# design 1

`config.mk`:
```
export PLATFORM = sky130hd
export DESIGN_NAME = player_input_ctrl
export DESIGN_NICKNAME = d
export VERILOG_FILES = /design/src/rtl/player_input_ctrl_pkg.sv /design/src/rtl/btn_debounce.sv /design/src/rtl/player_input_ctrl.sv
export SDC_FILE = /design/constraint.sdc
export NUM_CORES = 1
export LEC_CHECK = 0
export CELL_PAD_IN_SITES_DETAIL_PLACEMENT = 1
export CELL_PAD_IN_SITES_GLOBAL_PLACEMENT = 1
export CORE_MARGIN = 10
export CORE_UTILIZATION = 30
export DETAILED_ROUTE_END_ITERATION = 12
export HOLD_SLACK_MARGIN = 0.06
export PLACE_DENSITY = 0.6
export SYNTH_ARGS = -nofsm -noshare
export SYNTH_HDL_FRONTEND = slang
export SYNTH_SLANG_ARGS = --single-unit
```
`constraint.sdc`:
```
create_clock -name clk -period 2.3 [get_ports clk]
set_input_delay 0.23 -clock clk [delete_from_list [all_inputs] [get_ports clk]]
set_output_delay 0.23 -clock clk [all_outputs]
set_load 0.05 [all_outputs]
```
`src/rtl/player_input_ctrl_pkg.sv`:
```
// Shared definitions for the player-input controller: button bit positions,
// selection FSM states and the default hand size.
package player_input_ctrl_pkg;

    localparam int NUM_CARDS_DEFAULT = 9;
    localparam int NUM_BTNS          = 5;

    localparam int BTN_CENTER = 0;
    localparam int BTN_TOP    = 1;
    localparam int BTN_BOTTOM = 2;
    localparam int BTN_LEFT   = 3;
    localparam int BTN_RIGHT  = 4;

    typedef enum logic [1:0] {
        IDLE  = 2'd0,
        CHECK = 2'd1,
        OFFER = 2'd2
    } sel_state_t;

endpackage

```
`src/rtl/btn_debounce.sv`:
```
// One button: 2-FF synchronizer, stability counter, debounced level and a
// one-cycle pulse on each debounced rising edge.
// Macro PLAYER_INPUT_DEBOUNCE_BYPASS_EN removes the counter so the debounced
// level follows the synchronized level directly (fast simulation builds).
module btn_debounce #(
    parameter int DEBOUNCE_CYCLES = 1000000
) (
    input  logic clk,
    input  logic reset,
    input  logic raw,
    output logic level,
    output logic pulse
);

    logic sync_q1;
    logic sync_q2;
    logic level_q;

    // Two-stage synchronizer bringing the asynchronous pin into the clock domain
    always_ff @(posedge clk) begin
        if (reset) begin
            sync_q1 <= 1'b0;
            sync_q2 <= 1'b0;
        end else begin
            sync_q1 <= raw;
            sync_q2 <= sync_q1;
        end
    end

`ifdef PLAYER_INPUT_DEBOUNCE_BYPASS_EN

    assign level = sync_q2;

    // Without filtering, the rise pulse comes straight from the synchronized level
    always_ff @(posedge clk) begin
        if (reset) begin
            level_q <= 1'b0;
            pulse   <= 1'b0;
        end else begin
            level_q <= sync_q2;
            pulse   <= sync_q2 & ~level_q;
        end
    end

`else

    localparam int CW = (DEBOUNCE_CYCLES > 1) ? $clog2(DEBOUNCE_CYCLES) : 1;

    logic [CW-1:0] count;
    logic          level_prev;

    // Accept a new level only after it has differed from the current one for DEBOUNCE_CYCLES cycles
    always_ff @(posedge clk) begin
        if (reset) begin
            count   <= '0;
            level_q <= 1'b0;
        end else if (sync_q2 != level_q) begin
            if (count == CW'(DEBOUNCE_CYCLES - 1)) begin
                level_q <= sync_q2;
                count   <= '0;
            end else begin
                count <= count + 1'b1;
            end
        end else begin
            count <= '0;
        end
    end

    // Registered rise detector on the debounced level
    always_ff @(posedge clk) begin
        if (reset) begin
            level_prev <= 1'b0;
            pulse      <= 1'b0;
        end else begin
            level_prev <= level_q;
            pulse      <= level_q & ~level_prev;
        end
    end

    assign level = level_q;

`endif

endmodule

```
`src/rtl/player_input_ctrl.sv`:
```
// Player-input producer: debounces the five board buttons into pulses and
// offers a validated card choice (from the switches) over valid/ready.
// Optional macro PLAYER_INPUT_DEBOUNCE_BYPASS_EN bypasses button debouncing.
module player_input_ctrl
    import player_input_ctrl_pkg::*;
#(
    parameter int DEBOUNCE_CYCLES = 1000000,
    parameter int NUM_CARDS       = NUM_CARDS_DEFAULT
) (
    input  logic                 clk,
    input  logic                 reset,
    input  logic [4:0]           btn_raw,
    input  logic [NUM_CARDS-1:0] sw_raw,
    input  logic [NUM_CARDS-1:0] avail_mask,
    output logic [4:0]           btn_pulse,
    output logic [4:0]           btn_level,
    output logic                 sel_valid,
    input  logic                 sel_ready,
    output logic [3:0]           sel_index,
    output logic [NUM_CARDS-1:0] sel_onehot,
    output logic                 sel_error
);

    sel_state_t           state;
    logic [NUM_CARDS-1:0] sw_q1;
    logic [NUM_CARDS-1:0] sw_q2;
    logic [NUM_CARDS-1:0] snapshot;
    logic [3:0]           snap_index;
    logic                 snap_single;
    logic                 snap_legal;

    for (genvar i = 0; i < NUM_BTNS; i++) begin : g_btn
        btn_debounce #(
            .DEBOUNCE_CYCLES(DEBOUNCE_CYCLES)
        ) u_debounce (
            .clk  (clk),
            .reset(reset),
            .raw  (btn_raw[i]),
            .level(btn_level[i]),
            .pulse(btn_pulse[i])
        );
    end

    // Two-stage synchronizer for the card switches
    always_ff @(posedge clk) begin
        if (reset) begin
            sw_q1 <= '0;
            sw_q2 <= '0;
        end else begin
            sw_q1 <= sw_raw;
            sw_q2 <= sw_q1;
        end
    end

    // Binary position of the (highest) set snapshot bit; only meaningful when exactly one is set
    always_comb begin
        snap_index = '0;
        for (int i = 0; i < NUM_CARDS; i++) begin
            if (snapshot[i]) begin
                snap_index = 4'(i);
            end
        end
    end

    assign snap_single = (snapshot != '0) &&
                         ((snapshot & (snapshot - NUM_CARDS'(1))) == '0);
    assign snap_legal  = snap_single && ((snapshot & avail_mask) != '0);

    // Selection FSM: snapshot on confirm, validate for one cycle, then hold the offer until taken or cancelled
    always_ff @(posedge clk) begin
        if (reset) begin
            state      <= IDLE;
            snapshot   <= '0;
            sel_valid  <= 1'b0;
            sel_index  <= '0;
            sel_onehot <= '0;
            sel_error  <= 1'b0;
        end else begin
            sel_error <= 1'b0;
            case (state)
                IDLE: begin
                    if (btn_pulse[BTN_TOP]) begin
                        snapshot <= sw_q2;
                        state    <= CHECK;
                    end
                end
                CHECK: begin
                    if (snap_legal) begin
                        sel_valid  <= 1'b1;
                        sel_index  <= snap_index;
                        sel_onehot <= snapshot;
                        state      <= OFFER;
                    end else begin
                        sel_error <= 1'b1;
                        state     <= IDLE;
                    end
                end
                OFFER: begin
                    if (sel_ready || btn_pulse[BTN_BOTTOM]) begin
                        sel_valid  <= 1'b0;
                        sel_index  <= '0;
                        sel_onehot <= '0;
                        state      <= IDLE;
                    end
                end
                default: begin
                    sel_valid  <= 1'b0;
                    sel_index  <= '0;
                    sel_onehot <= '0;
                    state      <= IDLE;
                end
            endcase
        end
    end

endmodule

```
**Design 1: logic cells by family**

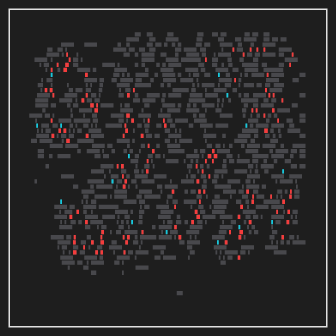
| color | family | cells |
|---|---|---|
| red | nand cells | 117 |
| cyan | inv cells | 15 |

**Design 1: clock routing**

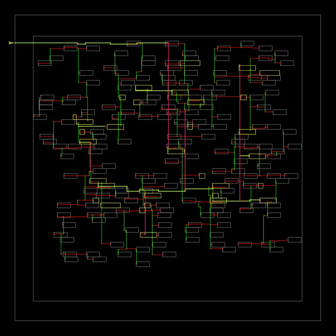
Seq cells: 168
clock-net power: 2.98 mW
CTS Buf Count: 17

==> impl_metrics.yaml <==
# flow metrics
power:
  comb_power_share_pct: 1.8
yosys:
  most_common_cell: "dfxtp_1"
  area_leaders: "dfxtp_1 (50%), nor2_1 (7.8%), xor2_1 (7.2%)"
  yosys_area_um2: 6704
placed_design:
  dpl_cell_area_um2: 7476
die:
  initCoreUtil_pct: 30.62
  rows: 54
  chipArea_um2: 28730
setup_path:
  r2r_slack_ns: 0.15
  critPathTopFamily: "AND-OR/OR-AND gates"
  cp-end-kind: "flop"
drt:
  viasPerCell: 4.582
  remaining_drc_errors: 0
finish:
  fillers: 2551
  flop_area_um2: 3363
  drive_gt1_share_pct: 8.060
grt:
  grt_util_met2_pct: 17.75
  grt_pass1_wl_um: 25070
  busiest_layer: "met2"
  globalRouteMet1Util_pct: 12.29
cts:
  htreeDepth: 4
  cts_root_buf: "clkbuf_16"
outcome:
  status: "finished clean"
timing:
  finalHoldWorstSlack_ns: 0.2710
  fin_skew_ns: 0.009484
hold_path:
  min_delay_path_depth: 2
**Design 1: power grid**

Pins as bars on the die edge.
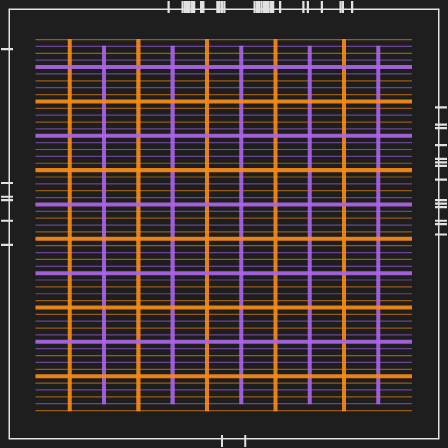
| color | net |
|---|---|
| purple | VDD |
| orange | VSS |
signal pins: 51
met1 rails: 55
met4 straps: 10
met5 straps: 10
rows: 54

-- how the worst max path moves through the flow --
| stage | endpoint | slack, ns | cells after the start | from |
|---|---|---|---|---|
| finish | sel_index[2] | 0.15 | 6 | snapshot[0] |
| global route | sel_index[2] | 0.04 | 6 | snapshot[0] |
| CTS | sel_onehot[5] | 0.03 | 6 | snapshot[0] |
| detailed placement | sel_index[2] | -0.08 | 6 | snapshot[0] |
| global placement | sel_index[2] | 0.04 | 6 | snapshot[0] |
| floorplan | sel_index[0] | 0.54 | 8 | snapshot[4] |
-- metal layers --
layer / up-vias / part of all wire, %
met5: - / 0
met4: 0 / 1.5
met3: 13 / 2.8
met2: 49 / 49
met1: 2341 / 46
li1: 2518 / -
-- cells by family (layout without fill, tap and decap cells) --
logic type / after synthesis / count (layout)
adders and majority gates: 5 / 5
buffers and inverters: 51 / 114
DFF: 168 / 168
xor gates and xnor gates: 93 / 93
AOI/OAI and AO/OA: 38 / 38
and+or+nand+nor: 364 / 364
muxes: 12 / 12
-- worst register-to-register path, delay by kind of cell (launching register included) --
family / cells / cell delay, ns
simple gates: 2 / 0.69
compound gates: 3 / 0.70
xor+xnor: 1 / 0.25
flops: 1 / 0.38

# design 2

**Design 2: power grid**

Pins as bars on the die edge.
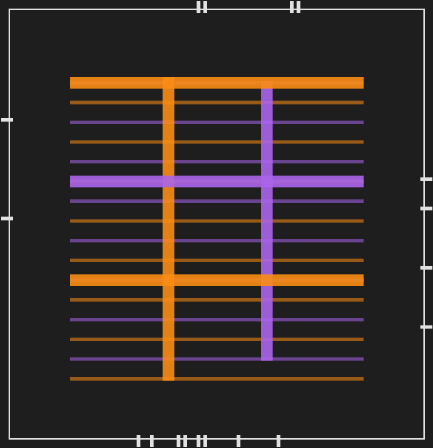
--- src/rtl/count_seq_pkg.sv ---
// count_seq_pkg
//   Shared types and constants for the binary/Gray sequence monitor.
//   state_t      : monitor FSM encoding (IDLE, ACQUIRE, LOCKED, FAULT)
//   MODE_BIN     : value of the counter mode line for plain binary counting
//   MODE_GRAY    : value of the counter mode line for Gray-coded counting
package count_seq_pkg;

    typedef enum logic [1:0] {
        IDLE    = 2'b00,
        ACQUIRE = 2'b01,
        LOCKED  = 2'b10,
        FAULT   = 2'b11
    } state_t;

    localparam logic MODE_BIN  = 1'b0;
    localparam logic MODE_GRAY = 1'b1;

endpackage

--- src/rtl/gray_to_bin.sv ---
// gray_to_bin
//   Purely combinational Gray-to-binary decoder.
//   Parameters: W - code width
//   Ports:
//     gray  input  [W-1:0]  Gray-coded value
//     bin   output [W-1:0]  binary equivalent
module gray_to_bin #(
    parameter int W = 3
) (
    input  logic [W-1:0] gray,
    output logic [W-1:0] bin
);

    // Each binary bit is the XOR of all Gray bits at or above it. Written as a
    // reduction per bit instead of a ripple through bin[] so no bit of the
    // output vector depends on another bit of the same vector.
    genvar gi;
    generate
        for (gi = 0; gi < W; gi++) begin : g_bit
            assign bin[gi] = ^gray[W-1:gi];
        end
    endgenerate

endmodule

--- src/rtl/count_seq_monitor.sv ---
// count_seq_monitor
//   Receive-side checker for a 3-bit binary/Gray sequence counter. Decodes the
//   sampled count, verifies each sample is the modulo-2^W successor of the
//   previous one, and reports lock, error/wrap pulses, a saturating error
//   count and a sticky fault.
//   Parameters: W    - count width (sequence modulo 2^W)
//               ERRW - error counter width (saturates at 2^ERRW-1)
//   Ports:
//     Clk     input          clock, sampled on posedge
//     nReset  input          asynchronous active-low reset
//     En      input          sample enable; low holds all state
//     M       input          counter mode (0 binary, 1 Gray)
//     Count   input  [W-1:0] counter value
//     Pos     output [W-1:0] decoded binary position (registered)
//     Locked  output         sequence is being tracked correctly
//     Err     output         one-cycle pulse on a sequence violation
//     Wrap    output         one-cycle pulse on a max->0 step while locked
//     ErrCnt  output [ERRW-1:0] saturating count of Err pulses
//     Fault   output         sticky, set once ErrCnt saturates
module count_seq_monitor
    import count_seq_pkg::*;
#(
    parameter int W    = 3,
    parameter int ERRW = 4
) (
    input  logic            Clk,
    input  logic            nReset,
    input  logic            En,
    input  logic            M,
    input  logic [W-1:0]    Count,
    output logic [W-1:0]    Pos,
    output logic            Locked,
    output logic            Err,
    output logic            Wrap,
    output logic [ERRW-1:0] ErrCnt,
    output logic            Fault
);

    localparam logic [W-1:0]    POS_MAX = {W{1'b1}};
    localparam logic [ERRW-1:0] ERR_MAX = {ERRW{1'b1}};

    state_t          state_reg, state_next;
    logic [W-1:0]    prev_reg;
    logic            mreg_reg;
    logic [W-1:0]    pos_reg;
    logic            err_reg, err_next;
    logic            wrap_reg, wrap_next;
    logic [ERRW-1:0] errcnt_reg, errcnt_next;

    logic [W-1:0]    gray_dec;
    logic [W-1:0]    dec;
    logic [W-1:0]    prev_succ;
    logic [ERRW-1:0] errcnt_inc;
    logic            is_succ;
    logic            mode_change;

    gray_to_bin #(.W(W)) u_g2b (
        .gray (Count),
        .bin  (gray_dec)
    );

    assign dec         = (M == MODE_GRAY) ? gray_dec : Count;
    // Held in a W-bit signal so the successor wraps modulo 2^W.
    assign prev_succ   = prev_reg + W'(1);
    assign is_succ     = (dec == prev_succ);
    assign mode_change = (M != mreg_reg);
    assign errcnt_inc  = errcnt_reg + ERRW'(1);

    always_comb begin
        state_next  = state_reg;
        err_next    = 1'b0;
        wrap_next   = 1'b0;
        errcnt_next = errcnt_reg;
        if (En) begin
            case (state_reg)
                IDLE: begin
                    state_next = ACQUIRE;
                end
                ACQUIRE: begin
                    // A mode change restarts acquisition against the new code.
                    if (!mode_change && is_succ) begin
                        state_next = LOCKED;
                    end
                end
                LOCKED: begin
                    if (mode_change) begin
                        // Mode change wins over any value mismatch: no error.
                        state_next = ACQUIRE;
                    end else if (is_succ) begin
                        wrap_next = (prev_reg == POS_MAX);
                    end else begin
                        err_next = 1'b1;
                        if (errcnt_reg != ERR_MAX) begin
                            errcnt_next = errcnt_inc;
                        end
                        state_next = (errcnt_inc == ERR_MAX) ? FAULT : ACQUIRE;
                    end
                end
                default: begin
                    // FAULT is terminal until reset.
                    state_next = FAULT;
                end
            endcase
        end
    end

    always_ff @(posedge Clk or negedge nReset) begin
        if (!nReset) begin
            state_reg  <= IDLE;
            prev_reg   <= '0;
            mreg_reg   <= 1'b0;
            pos_reg    <= '0;
            err_reg    <= 1'b0;
            wrap_reg   <= 1'b0;
            errcnt_reg <= '0;
        end else begin
            state_reg  <= state_next;
            err_reg    <= err_next;
            wrap_reg   <= wrap_next;
            errcnt_reg <= errcnt_next;
            // Every sample records the decoded value and mode, whatever the
            // FSM decides; this is what the next successor check compares to.
            if (En) begin
                prev_reg <= dec;
                mreg_reg <= M;
                pos_reg  <= dec;
            end
        end
    end

    assign Pos    = pos_reg;
    assign Locked = (state_reg == LOCKED);
    assign Fault  = (state_reg == FAULT);
    assign Err    = err_reg;
    assign Wrap   = wrap_reg;
    assign ErrCnt = errcnt_reg;

endmodule

--- config.mk ---
export PLATFORM = sky130hd
export DESIGN_NAME = count_seq_monitor
export DESIGN_NICKNAME = d
export VERILOG_FILES = /design/src/rtl/count_seq_pkg.sv /design/src/rtl/gray_to_bin.sv /design/src/rtl/count_seq_monitor.sv
export SDC_FILE = /design/constraint.sdc
export NUM_CORES = 1
export LEC_CHECK = 0
export CAP_MARGIN = 20
export CORE_AREA = 8 8 49 51
export CTS_CLUSTER_SIZE = 12
export DETAILED_ROUTE_END_ITERATION = 7
export DIE_AREA = 0 0 57 59
export PLACE_DENSITY = 0.79
export SLEW_MARGIN = 20
export SYNTH_ARGS = -nofsm -noshare
export SYNTH_HDL_FRONTEND = slang
export SYNTH_SLANG_ARGS = --single-unit
--- constraint.sdc ---
create_clock -name Clk -period 5 [get_ports Clk]
set_clock_uncertainty 0.1 [all_clocks]
set_input_delay 1.5 -clock Clk [delete_from_list [all_inputs] [get_ports Clk]]
set_output_delay 1.5 -clock Clk [all_outputs]
set_load 0.005 [all_outputs]
==> impl_metrics.yaml <==
# flow metrics
outcome:
  status: "finished clean"
timing:
  fin_crit_ns: 3.106
  fin_ws_ns: 1.895
power:
  powerDensity_nw_per_um2: 334.4
setup_path:
  path_cells: "clkdlybuf4s50_1, xor2_1, and2_4, xor3_2, a21oi_2, mux2_4"
  worstSetupPathType: "in -> reg"
  startpoint: "Count[2]"
yosys:
  async_flop_share_pct: 100.0
  area_leaders: "dfrtp_1 (39%), ha_1 (6.4%), xor2_1 (5.6%)"
  yosysWarnings: 0
  yosys_area_um2: 779.5
  edf_count: 0
  top_cells_by_count: "dfrtp_1 (12), inv_1 (5), nand4_1 (5), nor2_1 (5), xor2_1 (5)"
finish:
  final_util_pct: 60.76
drt:
  routed_wl_um: 1557
  vias: 592
  first_pass_iters: 4
cts:
  clockBufferDepth: 2
  insertion_delay_ns: 0.29
  post-cts-setup-buffers: 0
hold_path:
  hold_path_end: "Pos[2]"
grt:
  grt_overflow: 0
placed_design:
  place_ws_ns: 1.592
die:
  die_y_um: 59
## Picture notes: 'power grid' of design 2
| color | net |
|---|---|
| orange | VSS |
| purple | VDD |
met5 straps: 3
met4 straps: 2
signal pins: 18
met1 rails: 16

-- worst max-delay path, delay by kind of cell --
family | cells | cell delay [ns]
xor gates and xnor gates | 2 | 0.47
and+or+nand+nor | 1 | 0.17
buffers and inverters | 1 | 0.56
AOI/OAI and AO/OA | 1 | 0.17
muxes | 1 | 0.30
-- layer usage --
layer / wire, um / track usage [%] / up-vias
met4: 36 / 6.040 / 0
li1: - / - / 299
met5: 0 / 0 / -
met2: 739 / 14.73 / 11
met3: 92 / 4.506 / 5
met1: 688 / 11.29 / 277
-- cell families (layout without fill, tap and decap cells) --
family,Yosys count,in the layout,share of synthesized area [%]
xor+xnor,10,10,16.05
flops,12,12,38.52
mux,5,5,7.543
simple gates,24,24,17.02
compound gates,11,11,11.56
buf+inv,6,26,2.889
fa+ha+maj,4,4,6.421
-- layout make-up --
type                       count  area [um2]
fill                         141       648.1
clock buffer                   4       36.28
timing repair buffer          17       170.2
inverter                       5       18.77
multi-input combinational     54       456.7
sequential                    12       300.3
tap                           17       21.27
-- report_power, final --
group	internal (mW)	switching, mW	total [mW]
clock network	0.0444	0.0375	0.0819
logic	0.0701	0.0544	0.124
registers	0.111	0.0183	0.129
total	0.225	0.110	0.336


==> screenshots <==
Where the registers sit.
Other sequential cells in the stronger gray, the rest of the logic in the fainter gray.
picture 1
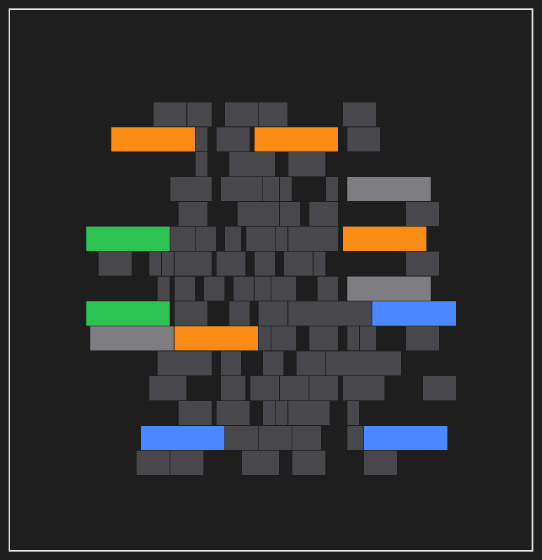
picture 2
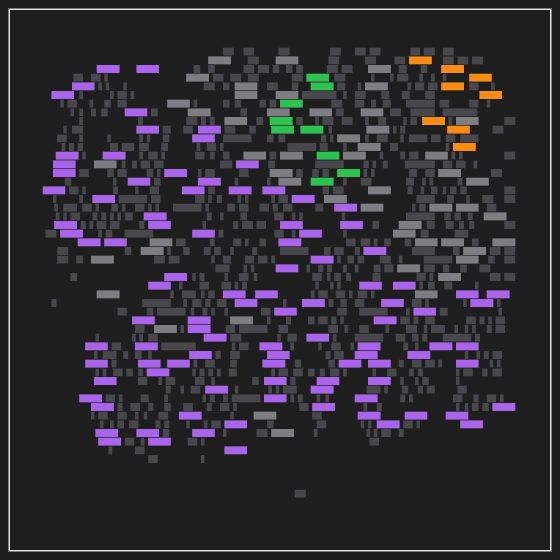
The one with the most cells is picture 2.
The one with the most sequential cells is picture 2.
Design 1 is picture 2.
Design 2 is picture 1.

Power is estimated from default activity; no workload was simulated.
